=== mem_bus_arbiter ===
Fig. 1: mem_bus_arbiter, pin placement
Pins as bars across the die edge, other pins in grey.
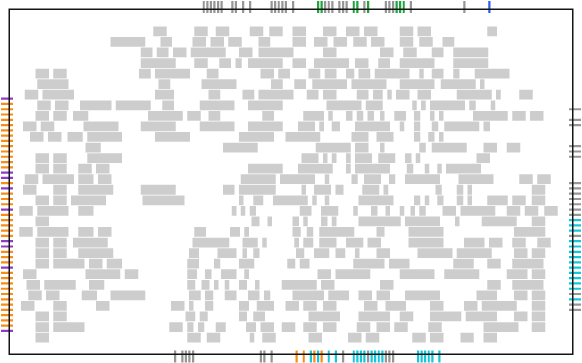

## src/rtl/bus_pkg.sv

```systemverilog
// rtl/bus_pkg.sv - shared types, default widths and round-robin search for the RAM bus arbiter
package bus_pkg;

  typedef enum logic [1:0] {IDLE, WRITE, READ, GRANT} bus_state_t;

  localparam int N_CORES_DEF = 4;
  localparam int DW_DEF      = 8;
  localparam int CORE_AW_DEF = 10;
  localparam int RAM_AW_DEF  = 9;
  localparam int RD_LAT_DEF  = 1;
  localparam int MAX_CORES   = 16;

  // Returns {found, index} of the first requester after ptr, wrapping modulo n.
  // Scanned farthest-first so the nearest requester is the last assignment.
  function automatic logic [4:0] rr_next(input logic [MAX_CORES-1:0] req,
                                         input logic [3:0] ptr, input int n);
    logic [4:0] r;
    logic [3:0] c;
    r = '0;
    for (int i = MAX_CORES; i >= 1; i--) begin
      if (i <= n) begin
        c = 4'((int'(ptr) + i) % n);
        if (req[c]) r = {1'b1, c};
      end
    end
    return r;
  endfunction

endpackage

```

## src/rtl/rr_arbiter.sv

```systemverilog
// rtl/rr_arbiter.sv - combinational round-robin pick; the pointer register lives in the caller
module rr_arbiter
  import bus_pkg::*;
#(
  parameter int N  = 4,
  parameter int IW = $clog2(N)
) (
  input  logic [N-1:0]  request,
  input  logic [IW-1:0] ptr,
  output logic [N-1:0]  grant,
  output logic [IW-1:0] index,
  output logic          valid
);

  logic [MAX_CORES-1:0] req_ext;
  logic [4:0]           sel;

  assign req_ext = MAX_CORES'(request);
  assign sel     = rr_next(req_ext, 4'(ptr), N);
  assign valid   = sel[4];
  assign index   = IW'(sel[3:0]);
  assign grant   = valid ? (N'(1) << index) : '0;

endmodule

```

## src/rtl/mem_bus_arbiter.sv

```systemverilog
// rtl/mem_bus_arbiter.sv - N cores sharing one single-port RAM, one round-robin transaction at a time
module mem_bus_arbiter
  import bus_pkg::*;
#(
  parameter int N_CORES = N_CORES_DEF,
  parameter int DW      = DW_DEF,
  parameter int CORE_AW = CORE_AW_DEF,
  parameter int RAM_AW  = RAM_AW_DEF,
  parameter int RD_LAT  = RD_LAT_DEF
) (
  input  logic                    clk,
  input  logic                    reset,
  input  logic [N_CORES-1:0]      core_request,
  input  logic [N_CORES-1:0]      core_rw,
  input  logic [N_CORES*CORE_AW-1:0] core_address,
  input  logic [N_CORES*DW-1:0]   core_data_in,
  output logic [N_CORES-1:0]      core_grant,
  output logic [N_CORES-1:0]      core_err,
  output logic [N_CORES*DW-1:0]   core_data_out,
  output logic [RAM_AW-1:0]       RAM_address,
  output logic [DW-1:0]           RAM_data_in,
  input  logic [DW-1:0]           RAM_data_out,
  output logic                    rw_RAM
);

  localparam int IW = $clog2(N_CORES);
  localparam int CW = (RD_LAT > 1) ? $clog2(RD_LAT) : 1;

  bus_state_t        state;
  logic [IW-1:0]     ptr;
  logic [IW-1:0]     owner;
  logic [CW-1:0]     cnt;
  logic              err_pend;

  logic [N_CORES-1:0] win_grant;
  logic [IW-1:0]      win_idx;
  logic               win_valid;
  logic               win_rw;
  logic [CORE_AW-1:0] win_addr;
  logic [DW-1:0]      win_data;
  logic               in_range;

  rr_arbiter #(.N(N_CORES), .IW(IW)) u_rr (
    .request (core_request),
    .ptr     (ptr),
    .grant   (win_grant),
    .index   (win_idx),
    .valid   (win_valid)
  );

  assign win_rw   = |(core_rw & win_grant);
  assign win_addr = core_address[win_idx*CORE_AW +: CORE_AW];
  assign win_data = core_data_in[win_idx*DW +: DW];
  assign in_range = (win_addr >> RAM_AW) == '0;

  always_ff @(posedge clk or negedge reset) begin
    if (!reset) begin
      state         <= IDLE;
      ptr           <= IW'(N_CORES - 1);
      owner         <= '0;
      cnt           <= '0;
      err_pend      <= 1'b0;
      core_grant    <= '0;
      core_err      <= '0;
      core_data_out <= '0;
      RAM_address   <= '0;
      RAM_data_in   <= '0;
      rw_RAM        <= 1'b0;
    end else begin
      case (state)
        IDLE: begin
          if (win_valid) begin
            owner <= win_idx;
            ptr   <= win_idx;
            // Out-of-range accesses reuse the one-cycle WRITE slot with the strobe held low,
            // so the error grant lands with the same latency as a write.
            if (!in_range) begin
              err_pend <= 1'b1;
              state    <= WRITE;
            end else if (win_rw) begin
              err_pend    <= 1'b0;
              RAM_address <= win_addr[RAM_AW-1:0];
              RAM_data_in <= win_data;
              rw_RAM      <= 1'b1;
              state       <= WRITE;
            end else begin
              err_pend    <= 1'b0;
              RAM_address <= win_addr[RAM_AW-1:0];
              cnt         <= CW'(RD_LAT - 1);
              state       <= READ;
            end
          end
        end
        WRITE: begin
          rw_RAM            <= 1'b0;
          core_grant[owner] <= 1'b1;
          core_err[owner]   <= err_pend;
          state             <= GRANT;
        end
        READ: begin
          if (cnt == '0) begin
            core_data_out[owner*DW +: DW] <= RAM_data_out;
            core_grant[owner]             <= 1'b1;
            state                         <= GRANT;
          end else begin
            cnt <= cnt - CW'(1);
          end
        end
        GRANT: begin
          core_grant <= '0;
          core_err   <= '0;
          state      <= IDLE;
        end
        default: state <= IDLE;
      endcase
    end
  end

  a_grant_onehot: assert property (@(posedge clk) disable iff (!reset) $onehot0(core_grant));
  a_wr_single:    assert property (@(posedge clk) disable iff (!reset) rw_RAM |=> !rw_RAM);
  a_err_grant:    assert property (@(posedge clk) disable iff (!reset) (core_err & ~core_grant) == '0);

endmodule

```

## config.mk

```make
export PLATFORM = sky130hd
export DESIGN_NAME = mem_bus_arbiter
export DESIGN_NICKNAME = d
export VERILOG_FILES = /design/src/rtl/bus_pkg.sv /design/src/rtl/rr_arbiter.sv /design/src/rtl/mem_bus_arbiter.sv
export SDC_FILE = /design/constraint.sdc
export NUM_CORES = 1
export LEC_CHECK = 0
export CELL_PAD_IN_SITES_DETAIL_PLACEMENT = 1
export CELL_PAD_IN_SITES_GLOBAL_PLACEMENT = 2
export CORE_ASPECT_RATIO = 0.6
export CORE_MARGIN = 2
export CORE_UTILIZATION = 28
export DETAILED_ROUTE_END_ITERATION = 8
export GPL_TIMING_DRIVEN = 0
export MAX_ROUTING_LAYER = met4
export PLACE_DENSITY = 0.93
export SYNTH_ARGS = -nofsm -noshare
export SYNTH_HDL_FRONTEND = slang
export SYNTH_HIERARCHICAL = 1
export SYNTH_SLANG_ARGS = --single-unit
```

## constraint.sdc

```tcl
create_clock -name clk -period 7.75 [get_ports clk]
set_clock_uncertainty 0.2 [all_clocks]
set_input_delay 0.775 -clock clk [delete_from_list [all_inputs] [get_ports clk]]
set_output_delay 0.775 -clock clk [all_outputs]
set_load 0.005 [all_outputs]
```

=== move_sched_flat ===
<file path="src/rtl/tetris_pkg.sv">
// Shared types for the tetris game blocks: move opcodes and scheduler defaults.
package tetris_pkg;

    typedef enum logic [2:0] {
        NOP   = 3'd0,
        DOWN  = 3'd1,
        LEFT  = 3'd2,
        RIGHT = 3'd3,
        ROT   = 3'd4,
        SOFT  = 3'd5
    } move_op_t;

    localparam int unsigned DAS_TICKS_DEFAULT = 4;

    // Ops whose collision means the piece has landed.
    function automatic logic is_drop(input move_op_t op);
        return (op == DOWN) || (op == SOFT);
    endfunction

endpackage

</file>
<file path="src/rtl/move_sched_if.sv">
// Move-command valid/ack channel between the scheduler and the board logic.
interface move_sched_if;
    import tetris_pkg::*;

    logic     cmd_valid;
    move_op_t cmd_op;
    logic     cmd_ack;
    logic     cmd_blocked;

    modport master (output cmd_valid, output cmd_op, input cmd_ack, input cmd_blocked);
    modport slave  (input cmd_valid, input cmd_op, output cmd_ack, output cmd_blocked);
endinterface

</file>
<file path="src/rtl/move_das.sv">
// Delayed auto-shift for one direction: fires on the first held sample,
// stays quiet for DAS_TICKS samples, then fires on every sample.
module move_das
    import tetris_pkg::*;
#(
    parameter int unsigned DAS_TICKS = DAS_TICKS_DEFAULT
) (
    input  logic clk,
    input  logic rst,
    input  logic clr,
    input  logic sample,
    input  logic held,
    output logic fire_c
);
    localparam int unsigned CW = (DAS_TICKS < 1) ? 1 : $clog2(DAS_TICKS + 1);

    logic          held_q;
    logic [CW-1:0] cnt_q;

    assign fire_c = held & (~held_q | (cnt_q == CW'(DAS_TICKS)));

    // Hold counter saturates at DAS_TICKS; any release restarts the sequence.
    always_ff @(posedge clk or negedge rst) begin
        if (!rst) begin
            held_q <= 1'b0;
            cnt_q  <= '0;
        end else if (clr) begin
            held_q <= 1'b0;
            cnt_q  <= '0;
        end else if (sample) begin
            if (!held) begin
                held_q <= 1'b0;
                cnt_q  <= '0;
            end else if (!held_q) begin
                held_q <= 1'b1;
                cnt_q  <= '0;
            end else if (cnt_q != CW'(DAS_TICKS)) begin
                cnt_q <= cnt_q + CW'(1);
            end
        end
    end
endmodule

</file>
<file path="src/rtl/move_sched.sv">
// Piece-movement scheduler: turns gravity and input-sample ticks into one
// board command at a time. MOVE_SCHED_SOFTDROP_EN enables SOFT from btn_down.
module move_sched
    import tetris_pkg::*;
#(
    parameter int unsigned DAS_TICKS = DAS_TICKS_DEFAULT
) (
    input  logic         clk,
    input  logic         rst,
    input  logic         ticking,
    input  logic         vertical_flag,
    input  logic         horizontal_flag,
    input  logic         btn_left,
    input  logic         btn_right,
    input  logic         btn_rot,
    input  logic         btn_down,
    move_sched_if.master cmd,
    output logic         lock_pulse,
    output logic         overrun
);
    typedef enum logic {IDLE, ISSUE} state_t;

    state_t   state_q, state_d;
    logic     valid_q, valid_d;
    move_op_t op_q, op_d;
    logic     lock_d;
    logic     v_pend, h_pend, rot_prev;
    move_op_t h_op;
    move_op_t sample_op_c;
    logic     left_fire_c, right_fire_c;
    logic     xfer_c, down_xfer_c, h_xfer_c;
    logic     soft_req_c;

`ifdef MOVE_SCHED_SOFTDROP_EN
    assign soft_req_c = btn_down;
`else
    logic unused_btn_down;
    assign soft_req_c      = 1'b0;
    assign unused_btn_down = btn_down;
`endif

    assign xfer_c      = valid_q & cmd.cmd_ack;
    assign down_xfer_c = xfer_c & (op_q == DOWN);
    assign h_xfer_c    = xfer_c & (op_q != DOWN);

    assign cmd.cmd_valid = valid_q;
    assign cmd.cmd_op    = op_q;

    // Both directions held cancel out and restart DAS on each side.
    move_das #(.DAS_TICKS(DAS_TICKS)) u_das_left (
        .clk    (clk),
        .rst    (rst),
        .clr    (~ticking),
        .sample (horizontal_flag),
        .held   (btn_left & ~btn_right),
        .fire_c (left_fire_c)
    );

    move_das #(.DAS_TICKS(DAS_TICKS)) u_das_right (
        .clk    (clk),
        .rst    (rst),
        .clr    (~ticking),
        .sample (horizontal_flag),
        .held   (btn_right & ~btn_left),
        .fire_c (right_fire_c)
    );

    // Sample priority, lowest first so later lines override: SOFT < RIGHT/LEFT < ROT.
    always_comb begin
        sample_op_c = NOP;
        if (soft_req_c)            sample_op_c = SOFT;
        if (right_fire_c)          sample_op_c = RIGHT;
        if (left_fire_c)           sample_op_c = LEFT;
        if (btn_rot && !rot_prev)  sample_op_c = ROT;
    end

    always_ff @(posedge clk or negedge rst) begin
        if (!rst) begin
            state_q    <= IDLE;
            valid_q    <= 1'b0;
            op_q       <= NOP;
            lock_pulse <= 1'b0;
        end else begin
            state_q    <= state_d;
            valid_q    <= valid_d;
            op_q       <= op_d;
            lock_pulse <= lock_d;
        end
    end

    always_comb begin
        state_d = state_q;
        valid_d = valid_q;
        op_d    = op_q;
        lock_d  = xfer_c & cmd.cmd_blocked & is_drop(op_q);
        case (state_q)
            IDLE: begin
                if (ticking && v_pend) begin
                    state_d = ISSUE;
                    valid_d = 1'b1;
                    op_d    = DOWN;
                end else if (ticking && h_pend) begin
                    state_d = ISSUE;
                    valid_d = 1'b1;
                    op_d    = h_op;
                end
            end
            ISSUE: begin
                if (xfer_c) begin
                    state_d = IDLE;
                    valid_d = 1'b0;
                    op_d    = NOP;
                end
            end
            default: begin
                state_d = IDLE;
                valid_d = 1'b0;
                op_d    = NOP;
            end
        endcase
    end

    // Pending requests; a new flag in the serving cycle re-arms instead of overrunning.
    always_ff @(posedge clk or negedge rst) begin
        if (!rst) begin
            v_pend   <= 1'b0;
            h_pend   <= 1'b0;
            h_op     <= NOP;
            rot_prev <= 1'b0;
            overrun  <= 1'b0;
        end else if (!ticking) begin
            v_pend   <= 1'b0;
            h_pend   <= 1'b0;
            rot_prev <= 1'b0;
        end else begin
            if (vertical_flag) begin
                v_pend <= 1'b1;
                if (v_pend && !down_xfer_c) overrun <= 1'b1;
            end else if (down_xfer_c) begin
                v_pend <= 1'b0;
            end
            if (horizontal_flag) rot_prev <= btn_rot;
            if (horizontal_flag && (sample_op_c != NOP)) begin
                h_pend <= 1'b1;
                h_op   <= sample_op_c;
            end else if (h_xfer_c) begin
                h_pend <= 1'b0;
            end
        end
    end
endmodule
</file>
<file path="src/flat_wrapper.sv">
// flat-port wrapper written by rule: the top's interface ports become plain ports
module move_sched_flat import tetris_pkg::*;
#(
    parameter int unsigned DAS_TICKS = DAS_TICKS_DEFAULT
)
  (clk, rst, ticking, vertical_flag, horizontal_flag, btn_left, btn_right, btn_rot, btn_down, lock_pulse, overrun, cmd_cmd_valid, cmd_cmd_op, cmd_cmd_ack, cmd_cmd_blocked);
  move_sched_if cmd_i ();
  input  logic clk;
  input  logic rst;
  input  logic ticking;
  input  logic vertical_flag;
  input  logic horizontal_flag;
  input  logic btn_left;
  input  logic btn_right;
  input  logic btn_rot;
  input  logic btn_down;
  output logic lock_pulse;
  output logic overrun;
  output wire logic [$bits(cmd_i.cmd_valid)-1:0] cmd_cmd_valid;
  output wire logic [$bits(cmd_i.cmd_op)-1:0] cmd_cmd_op;
  input wire logic [$bits(cmd_i.cmd_ack)-1:0] cmd_cmd_ack;
  input wire logic [$bits(cmd_i.cmd_blocked)-1:0] cmd_cmd_blocked;
  assign cmd_cmd_valid = cmd_i.cmd_valid;
  assign cmd_cmd_op = cmd_i.cmd_op;
  assign cmd_i.cmd_ack = cmd_cmd_ack;
  assign cmd_i.cmd_blocked = cmd_cmd_blocked;
  move_sched #(.DAS_TICKS(DAS_TICKS)) u_core (.clk(clk), .rst(rst), .ticking(ticking), .vertical_flag(vertical_flag), .horizontal_flag(horizontal_flag), .btn_left(btn_left), .btn_right(btn_right), .btn_rot(btn_rot), .btn_down(btn_down), .cmd(cmd_i), .lock_pulse(lock_pulse), .overrun(overrun));
endmodule
</file>
<file path="config.mk">
export PLATFORM = sky130hd
export DESIGN_NAME = move_sched_flat
export DESIGN_NICKNAME = d
export VERILOG_FILES = /design/src/rtl/tetris_pkg.sv /design/src/rtl/move_sched_if.sv /design/src/rtl/move_das.sv /design/src/rtl/move_sched.sv /design/src/flat_wrapper.sv
export SDC_FILE = /design/constraint.sdc
export NUM_CORES = 1
export LEC_CHECK = 0
export CAP_MARGIN = 30
export CORE_UTILIZATION = 45
export CTS_CLUSTER_SIZE = 12
export DETAILED_ROUTE_END_ITERATION = 8
export PLACE_DENSITY_LB_ADDON = 0.2
export SLEW_MARGIN = 5
export SYNTH_ARGS = -nofsm -noshare
export SYNTH_HDL_FRONTEND = slang
export SYNTH_SLANG_ARGS = --single-unit
export TNS_END_PERCENT = 100
</file>
<file path="constraint.sdc">
create_clock -name clk -period 3.1 [get_ports clk]
set_input_delay 0.465 -clock clk [delete_from_list [all_inputs] [get_ports clk]]
set_output_delay 0.465 -clock clk [all_outputs]
set_load 0.02 [all_outputs]
</file>
=== toggle_pulse_gen ===
$ cat src/rtl/tff_pkg.sv
// Shared types and default constants for the T flip-flop front end (pulse generator and benches).
package tff_pkg;

   typedef enum logic [1:0] {
      IDLE      = 2'd0,
      PRESS_CHK = 2'd1,
      HELD      = 2'd2,
      REL_CHK   = 2'd3
   } state_t;

   localparam int DEF_DEBOUNCE_CYCLES = 4;
   localparam int DEF_REPEAT_DELAY    = 16;
   localparam int DEF_REPEAT_PERIOD   = 8;
   localparam int DEF_CNT_W           = 8;

endpackage

$ cat src/rtl/sync_2ff.sv
// Two-flop synchronizer for a single asynchronous bit; both stages clear on rst.
module sync_2ff (
   input  logic clk,
   input  logic rst,
   input  logic d,
   output logic q
);

   logic meta_p0;
   logic sync_p1;

   always_ff @(posedge clk) begin
      if (rst) begin
         meta_p0 <= 1'b0;
         sync_p1 <= 1'b0;
      end else begin
         meta_p0 <= d;
         sync_p1 <= meta_p0;
      end
   end

   assign q = sync_p1;

endmodule

$ cat src/rtl/toggle_pulse_gen.sv
// Debounced pushbutton to one-cycle toggle pulse, plus debounced level output.
// Optional build macro AUTO_REPEAT_EN adds auto-repeat pulses while the button is held.
module toggle_pulse_gen
   import tff_pkg::*;
#(
   parameter int DEBOUNCE_CYCLES = DEF_DEBOUNCE_CYCLES,
   parameter int REPEAT_DELAY    = DEF_REPEAT_DELAY,
   parameter int REPEAT_PERIOD   = DEF_REPEAT_PERIOD,
   parameter int CNT_W           = DEF_CNT_W
) (
   input  logic clk,
   input  logic rst,
   input  logic btn,
   output logic t_pulse,
   output logic btn_level
);

   localparam int MAX_CNT = (DEBOUNCE_CYCLES > REPEAT_DELAY)
                            ? ((DEBOUNCE_CYCLES > REPEAT_PERIOD) ? DEBOUNCE_CYCLES : REPEAT_PERIOD)
                            : ((REPEAT_DELAY > REPEAT_PERIOD) ? REPEAT_DELAY : REPEAT_PERIOD);

   // Elaboration-time guard on the parameter set.
   if (DEBOUNCE_CYCLES < 2 || REPEAT_DELAY < 2 || REPEAT_PERIOD < 2 ||
       MAX_CNT > (1 << CNT_W) - 1) begin : g_bad_cfg
      $error("toggle_pulse_gen: bad parameter set");
   end

   localparam logic [CNT_W-1:0] DEB_LAST = CNT_W'(DEBOUNCE_CYCLES - 1);

   function automatic logic [CNT_W-1:0] sat_inc(input logic [CNT_W-1:0] v);
      return (v == {CNT_W{1'b1}}) ? v : v + CNT_W'(1);
   endfunction

   logic             btn_s;
   state_t           state, state_n;
   logic [CNT_W-1:0] cnt, cnt_n;
   logic             pulse_n;
   logic             level_n;

`ifdef AUTO_REPEAT_EN
   localparam logic [CNT_W-1:0] REP_DELAY_LAST  = CNT_W'(REPEAT_DELAY - 1);
   localparam logic [CNT_W-1:0] REP_PERIOD_LAST = CNT_W'(REPEAT_PERIOD - 1);

   logic [CNT_W-1:0] rep_cnt, rep_cnt_n;
   logic             rep_first, rep_first_n;
   logic [CNT_W-1:0] rep_last;

   // First repeat waits the long delay, later ones the shorter period.
   assign rep_last = rep_first ? REP_DELAY_LAST : REP_PERIOD_LAST;
`endif

   sync_2ff u_sync (
      .clk (clk),
      .rst (rst),
      .d   (btn),
      .q   (btn_s)
   );

   always_comb begin
      state_n = state;
      cnt_n   = cnt;
      pulse_n = 1'b0;
      level_n = btn_level;
`ifdef AUTO_REPEAT_EN
      rep_cnt_n   = rep_cnt;
      rep_first_n = rep_first;
`endif
      case (state)
         IDLE: begin
            if (btn_s) begin
               state_n = PRESS_CHK;
               cnt_n   = '0;
            end
         end
         PRESS_CHK: begin
            if (!btn_s) begin
               state_n = IDLE;
            end else if (cnt == DEB_LAST) begin
               state_n = HELD;
               pulse_n = 1'b1;
               level_n = 1'b1;
`ifdef AUTO_REPEAT_EN
               rep_cnt_n   = '0;
               rep_first_n = 1'b1;
`endif
            end else begin
               cnt_n = sat_inc(cnt);
            end
         end
         HELD: begin
            if (!btn_s) begin
               state_n = REL_CHK;
               cnt_n   = '0;
            end
`ifdef AUTO_REPEAT_EN
            else if (rep_cnt == rep_last) begin
               pulse_n     = 1'b1;
               rep_cnt_n   = '0;
               rep_first_n = 1'b0;
            end else begin
               rep_cnt_n = sat_inc(rep_cnt);
            end
`endif
         end
         REL_CHK: begin
            // A short low glitch returns to HELD without a new pulse.
            if (btn_s) begin
               state_n = HELD;
`ifdef AUTO_REPEAT_EN
               rep_cnt_n   = '0;
               rep_first_n = 1'b1;
`endif
            end else if (cnt == DEB_LAST) begin
               state_n = IDLE;
               level_n = 1'b0;
            end else begin
               cnt_n = sat_inc(cnt);
            end
         end
         default: begin
            state_n = IDLE;
         end
      endcase
   end

   always_ff @(posedge clk) begin
      if (rst) begin
         state     <= IDLE;
         cnt       <= '0;
         t_pulse   <= 1'b0;
         btn_level <= 1'b0;
      end else begin
         state     <= state_n;
         cnt       <= cnt_n;
         t_pulse   <= pulse_n;
         btn_level <= level_n;
      end
   end

`ifdef AUTO_REPEAT_EN
   always_ff @(posedge clk) begin
      if (rst) begin
         rep_cnt   <= '0;
         rep_first <= 1'b1;
      end else begin
         rep_cnt   <= rep_cnt_n;
         rep_first <= rep_first_n;
      end
   end
`endif

endmodule
$ cat config.mk
export PLATFORM = sky130hd
export DESIGN_NAME = toggle_pulse_gen
export DESIGN_NICKNAME = d
export VERILOG_FILES = /design/src/rtl/tff_pkg.sv /design/src/rtl/sync_2ff.sv /design/src/rtl/toggle_pulse_gen.sv
export SDC_FILE = /design/constraint.sdc
export NUM_CORES = 1
export LEC_CHECK = 0
export CAP_MARGIN = 30
export CORE_ASPECT_RATIO = 0.9
export CORE_MARGIN = 2
export CORE_UTILIZATION = 30
export DETAILED_ROUTE_END_ITERATION = 8
export GPL_TIMING_DRIVEN = 0
export PLACE_DENSITY = 0.49
export SLEW_MARGIN = 20
export SYNTH_ARGS = -nofsm -noshare
export SYNTH_HDL_FRONTEND = slang
export SYNTH_SLANG_ARGS = --single-unit
$ cat constraint.sdc
create_clock -name clk -period 2.3 [get_ports clk]
set_clock_uncertainty 0.15 [all_clocks]
set_input_delay 0.345 -clock clk [delete_from_list [all_inputs] [get_ports clk]]
set_output_delay 0.345 -clock clk [all_outputs]
set_load 0.1 [all_outputs]
Fig. 2: move_sched_flat, pin placement
Pins as bars across the die edge, other pins in grey.
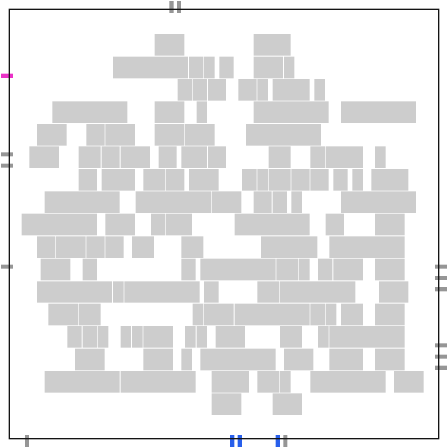
legend:
  cmd_cmd_op:
    colour: blue
    pins: 3
    direction: output
    edge: south
  clk:
    colour: magenta
    pins: 1
    direction: input
    edge: west
all pins by edge: 6 east, 5 south, 4 west, 2 north
height of the die: 51.83 um
Port Buffer Count: 15

==> notes.md, move_sched_flat <==
Results of the implementation run.

The run finished with clean final reports. In this run, post-CTS hold repair placed 0 buffers. The worst register-to-register path ends at u_core.h_op[1].

The final critical-path setup slack came out at ~1200 ps. In this run the number of H-tree levels came out at 1. The global-route met2 utilization came out at approximately 28%. From synthesis to final layout, the design area changed by 18.59%. The global routing met1 resource utilization is a little under a quarter. After detailed placement, the total cell area comes to 1286 um2. The number of cells in Yosys stat is 107. The first-pass GRT wire length is 3594 um. The count of library flops with an enable pin is 0.

The total grt overflow came out at 0. In the log, the iteration count for the first detailed-route pass is 4. The achievable frequency is 535.9 MHz.

The post-route cell area is 1325 um2. The clock latency reported for the late side of the worst-skew pair is between 300 and 400 ps. Logged for this run, the post-placement worst setup slack is 1098 ps. The worst setup path is of the reg2out kind. The data arrival at the endpoint of the critical path came out at 1400 ps. The cell taking the most area after synthesis is sky130_fd_sc_hd__dfrtp_1. The final layout net count is 141. The met2 routed wirelength is about 930 um.

The top flip-flop cell by instance count after synthesis is sky130_fd_sc_hd__dfrtp_1. The largest stage delay on the critical path is 630 ps. On the reported timing paths, the clock transition at the registers reads about 120 ps.
[move_sched_flat: kinds of logic after synthesis]
group,Yosys count,synth area share [%]
fa+ha+maj,4,4.479
flops,21,47.03
buf+inv,9,3.807
compound gates,30,18.59
simple gates,36,19.82
mux,7,6.271
[move_sched_flat: area by class of cell]
cell class,instances,share of cell area [%]
inverter,7,1.983
sequential,21,39.66
clock inverter,1,0.3777
timing repair buffer,16,12.18
tap,28,2.644
multi-input combinational,77,41.45
clock buffer,3,1.700
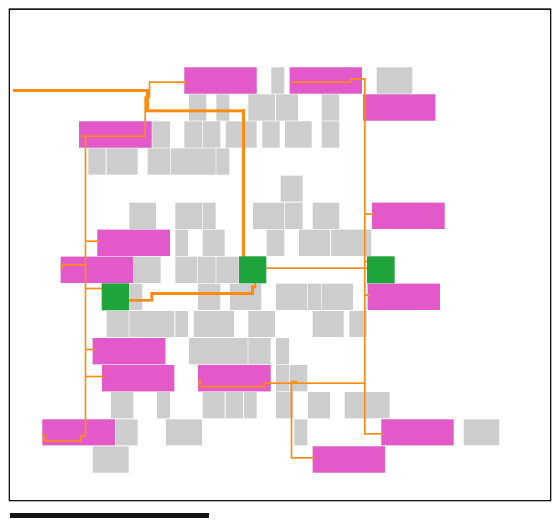
Fig. 3. Clock network drawn from the DEF (toggle_pulse_gen).
Bar = 20 um.
legend:
  flip-flops:
    colour: magenta
    count: 14
  clock-net drivers:
    colour: green
    count: 3
  clock wires:
    colour: orange
    length: 207 um
routed clock nets: 4
share of power burned in the clock network: 30.7%
total clock network power: 0.000135 W
clock latency of the later-clocked register in the worst-skew pair: 280 ps

==> notes.md, toggle_pulse_gen <==
Results of the implementation run.

The most frequently used cell type in the post-synthesis netlist is sky130_fd_sc_hd__dfxtp_1. The standard cell area after detailed placement is 755.7 um2. Per the STA report, the cell with the highest stage delay on the worst path is sky130_fd_sc_hd__clkdlybuf4s50_1. Setup repair after global routing left no endpoint under its margin. The multi-input gate count came out at 59.

The number of instances resized during post-cts repair came out at 0. The worst setup path is of the reg2out kind. The final-layout clock buffer total is 3. The final hold violation count is 0. The number of primary I/O pins is 5. Counting instances in the post-synthesis netlist gives the leading cell types as 14 x sky130_fd_sc_hd__dfxtp_1, 7 x sky130_fd_sc_hd__a21oi_1, 7 x sky130_fd_sc_hd__nand2_1. The first-pass GRT wire length came out at about 2600 um. For this design, the CTS-stage hold fixing added 0 buffers. The placement-stage worst setup slack is 329.5 ps.

The total grt overflow is 0. The fraction of the mapped netlist area in simple logic gates is approximately 27%. Looking at the cell usage after synthesis, the top flip-flop cell is sky130_fd_sc_hd__dfxtp_1. The fraction of power consumed by combinational cells came out at 12.3%. Derived from the worst setup path, the maximum achievable clock frequency is 454.3 MHz. The number of failing setup endpoints in the final timing report is 0. The critical path in the final layout is reported with a setup slack of between 90 and 100 ps. The top-area cell type share of the netlist area is 41.10%.

The power dissipated in combinational cells is 0.0000542 W. The number of cells on the worst hold path came out at 1. The final layout net count came out at 89. The post-CTS repair timing setup buffer count came out at 0. The flow ran to the end, and the final reports show no timing, DRC or antenna violations. Global routing used 13.58% of the available tracks across all layers. The core footprint is 2162 um2. The number of vias per cell after detailed routing is around 5.5.

The startpoint kind of the worst setup timing path is a register. The synthesis-to-layout area growth is 14.50%. The final antenna diode count is 0. The routed length per placed instance came out at 13.85 um. The sink count of the clock tree is 14.

The kind of cell with the highest combined delay along the critical path is buffers and inverters. The number of global-route vias before repair came out at 548. The register area came out at 280.3 um2.

The congestion estimate from routability-driven global placement came to 0.8007.
toggle_pulse_gen: flip-flops by register name, indices dropped and copies added, names as in the netlist, named ones only:
signal / flops
u_sync.q: 1
cnt: 8
u_sync.meta_p0: 1
btn_level: 1
state: 1
t_pulse: 1
toggle_pulse_gen: layer usage:
metal	GRT usage (%)	share of wire (%)	up-vias
li1	-	-	310
met1	19.66	54	287
met2	17.67	42	8
met3	6.442	3.4	2
met4	3.750	0.98	0
met5	0	0	-
Fig. 4: mem_bus_arbiter, clock network drawn from the DEF
Bar = 50 um.
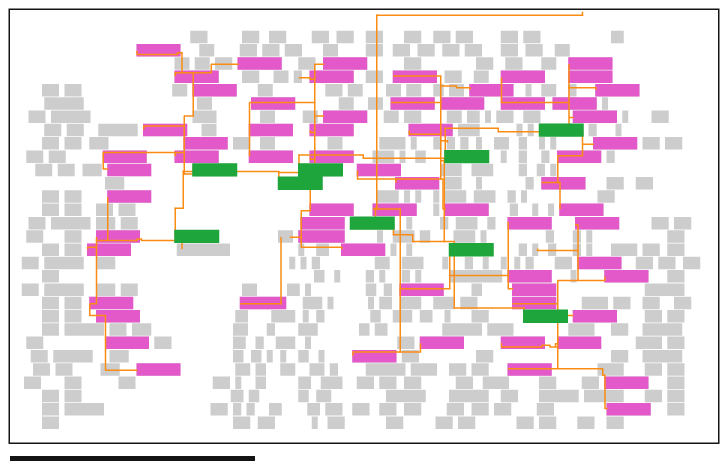
legend:
  clock wires:
    colour: orange
    length: 889 um
  flip-flops:
    colour: magenta
    count: 65
  clock-net drivers:
    colour: green
    count: 9
routed clock nets: 10
flops lie: spread over the die
clock latency of the later-clocked register in the worst-skew pair: 320 ps
total clock network power: 0.000434 W
share of power burned in the clock network: 22.8%

About Fig. 1:
legend:
  RAM_data_out:
    colour: green
    pins: 8
    direction: input
    edge: north
  reset:
    colour: blue
    pins: 1
    direction: input
    edge: north
  core_data_in:
    colour: cyan
    pins: 32
    direction: input
    edge: 18 south, 14 east
  RAM_address:
    colour: purple
    pins: 9
    direction: output
    edge: west
  core_address:
    colour: orange
    pins: 40
    direction: input
    edge: 36 west, 4 south
all pins by edge: 45 west, 37 north, 35 south, 31 east
height of the die: 88.47 um
Port Buffer Count: 145
horizontal die dimension: 144.8 um

==> notes.md, mem_bus_arbiter <==
Results of the implementation run.

For this design, Yosys synthesis ends with a cell count of 263. Max-cap violations in this run came to 0. The synthesized instance count came out at 263. The most common cell after layout, fill and taps aside is sky130_fd_sc_hd__clkdlybuf4s50_1. Per the post-synthesis report, the nets total 365. The final critical delay including setup and external delays is 3362 ps.

The layout report lists the multi-input gate area as 1587 um2. Setup repair after global routing left no endpoint under its margin. The total of flip-flops plus latches after synthesis came out at 65. Post-CTS repair changed the size of 0 cells. The number of buffers between clock root and the deepest sink is 2.

The fraction of power consumed by combinational cells is 46.4%. The dominant power group is combinational logic. The number of distinct library cells after synthesis came out at 43. STA lists the maximum fanout along the critical path as 10. The final layout net count came out at approximately 520.

The analysis attributes to cell leakage a power of roughly 2.2 nW. The number of remaining DRC errors is 0. The maximum number of pins on one net before global-route repair came out at 66. The number of buffers inserted for hold repair after clock tree synthesis came out at 0. The top-area cell type share of the netlist area is 47.35%. The routed length per placed instance came out at 17.34 um. For this run, combinational gates with multiple inputs come to 176. Together, buffers and inverters on the worst path number 3. The sequential share of cell area came out at between 30 and 40%. The first-pass GRT wire length came out at 15960 um. The switching component of the power came out at 0.0006038 W. The run finished with clean final reports. The number of global-route vias before repair came to 3121. Across all stage logs, warnings added up to 36.

The top flip-flop cell by instance count after synthesis is sky130_fd_sc_hd__dfrtp_1. In this run the count of I/O pins placed on the die edge is between 100 and 150. Sorting the synthesized cells by area gives the leading types as sky130_fd_sc_hd__dfrtp_1 47%, sky130_fd_sc_hd__mux4_2 12%, sky130_fd_sc_hd__a22o_1 7.4%, sky130_fd_sc_hd__ha_1 4.5%, sky130_fd_sc_hd__mux2_4 3.6%.
-- mem_bus_arbiter: per-layer routing --
layer | track usage, % | routed length (um)
met5 | - | 0
met4 | 3.707 | 63
met3 | 4.708 | 617
met2 | 26.97 | 4701
met1 | 21.59 | 4747
-- mem_bus_arbiter: flip-flops by register name (all words and copies together), names as in the netlist --
register	flops
owner	2
core_data_out	32
core_grant	4
core_err	4
state	2
rw_RAM	1
RAM_data_in	8
err_pend	1
RAM_address	9
ptr	2

## Gallery

Wiring by layer.
image #1
Bar = 20 um.
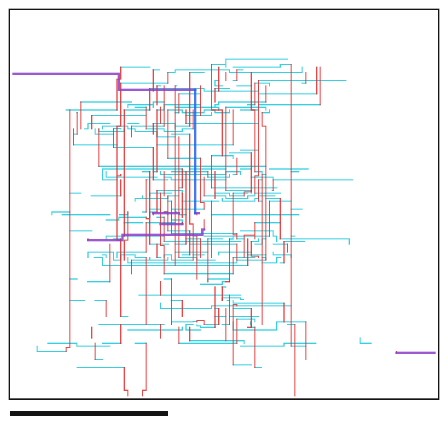
image #2
Bar = 20 um.
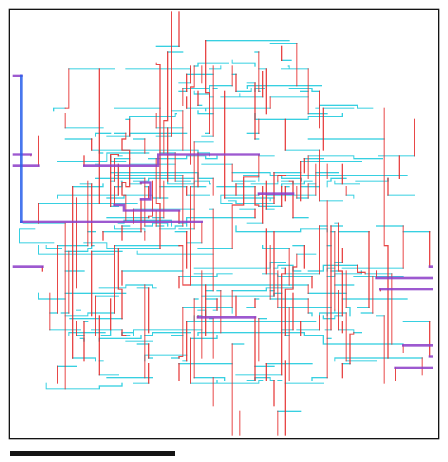
image #3
Bar = 50 um.
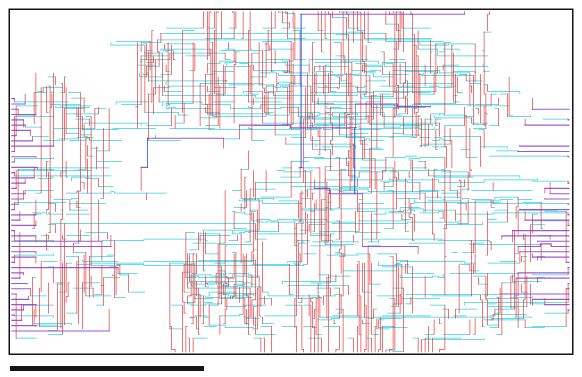
The one with the least wire is image #1.
Image #3 comes from mem_bus_arbiter.
Image #1 comes from toggle_pulse_gen.
Image #2 comes from move_sched_flat.



==> layout pictures side by side <==
Routing congestion.
Plate I
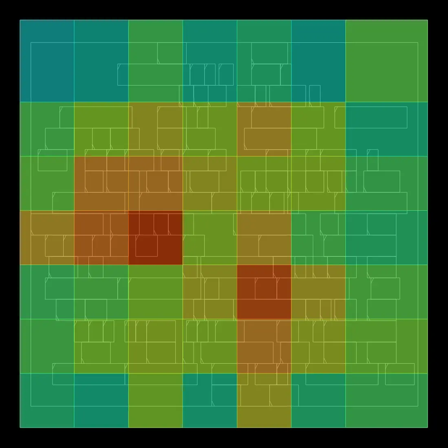
Plate II
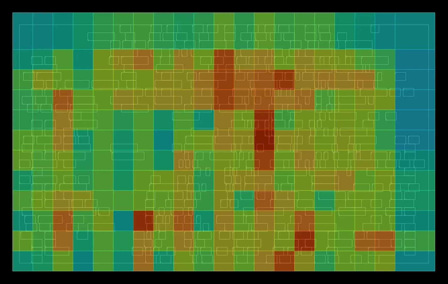
Plate III
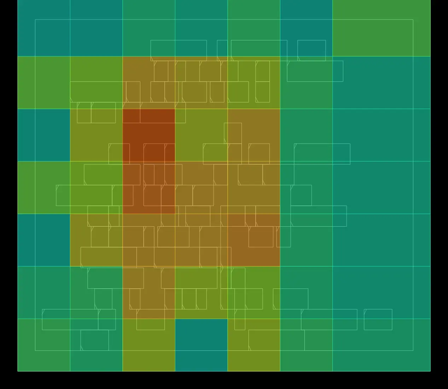
toggle_pulse_gen: Plate III
move_sched_flat: Plate I
mem_bus_arbiter: Plate II

Power and IR drop assume default switching activity.
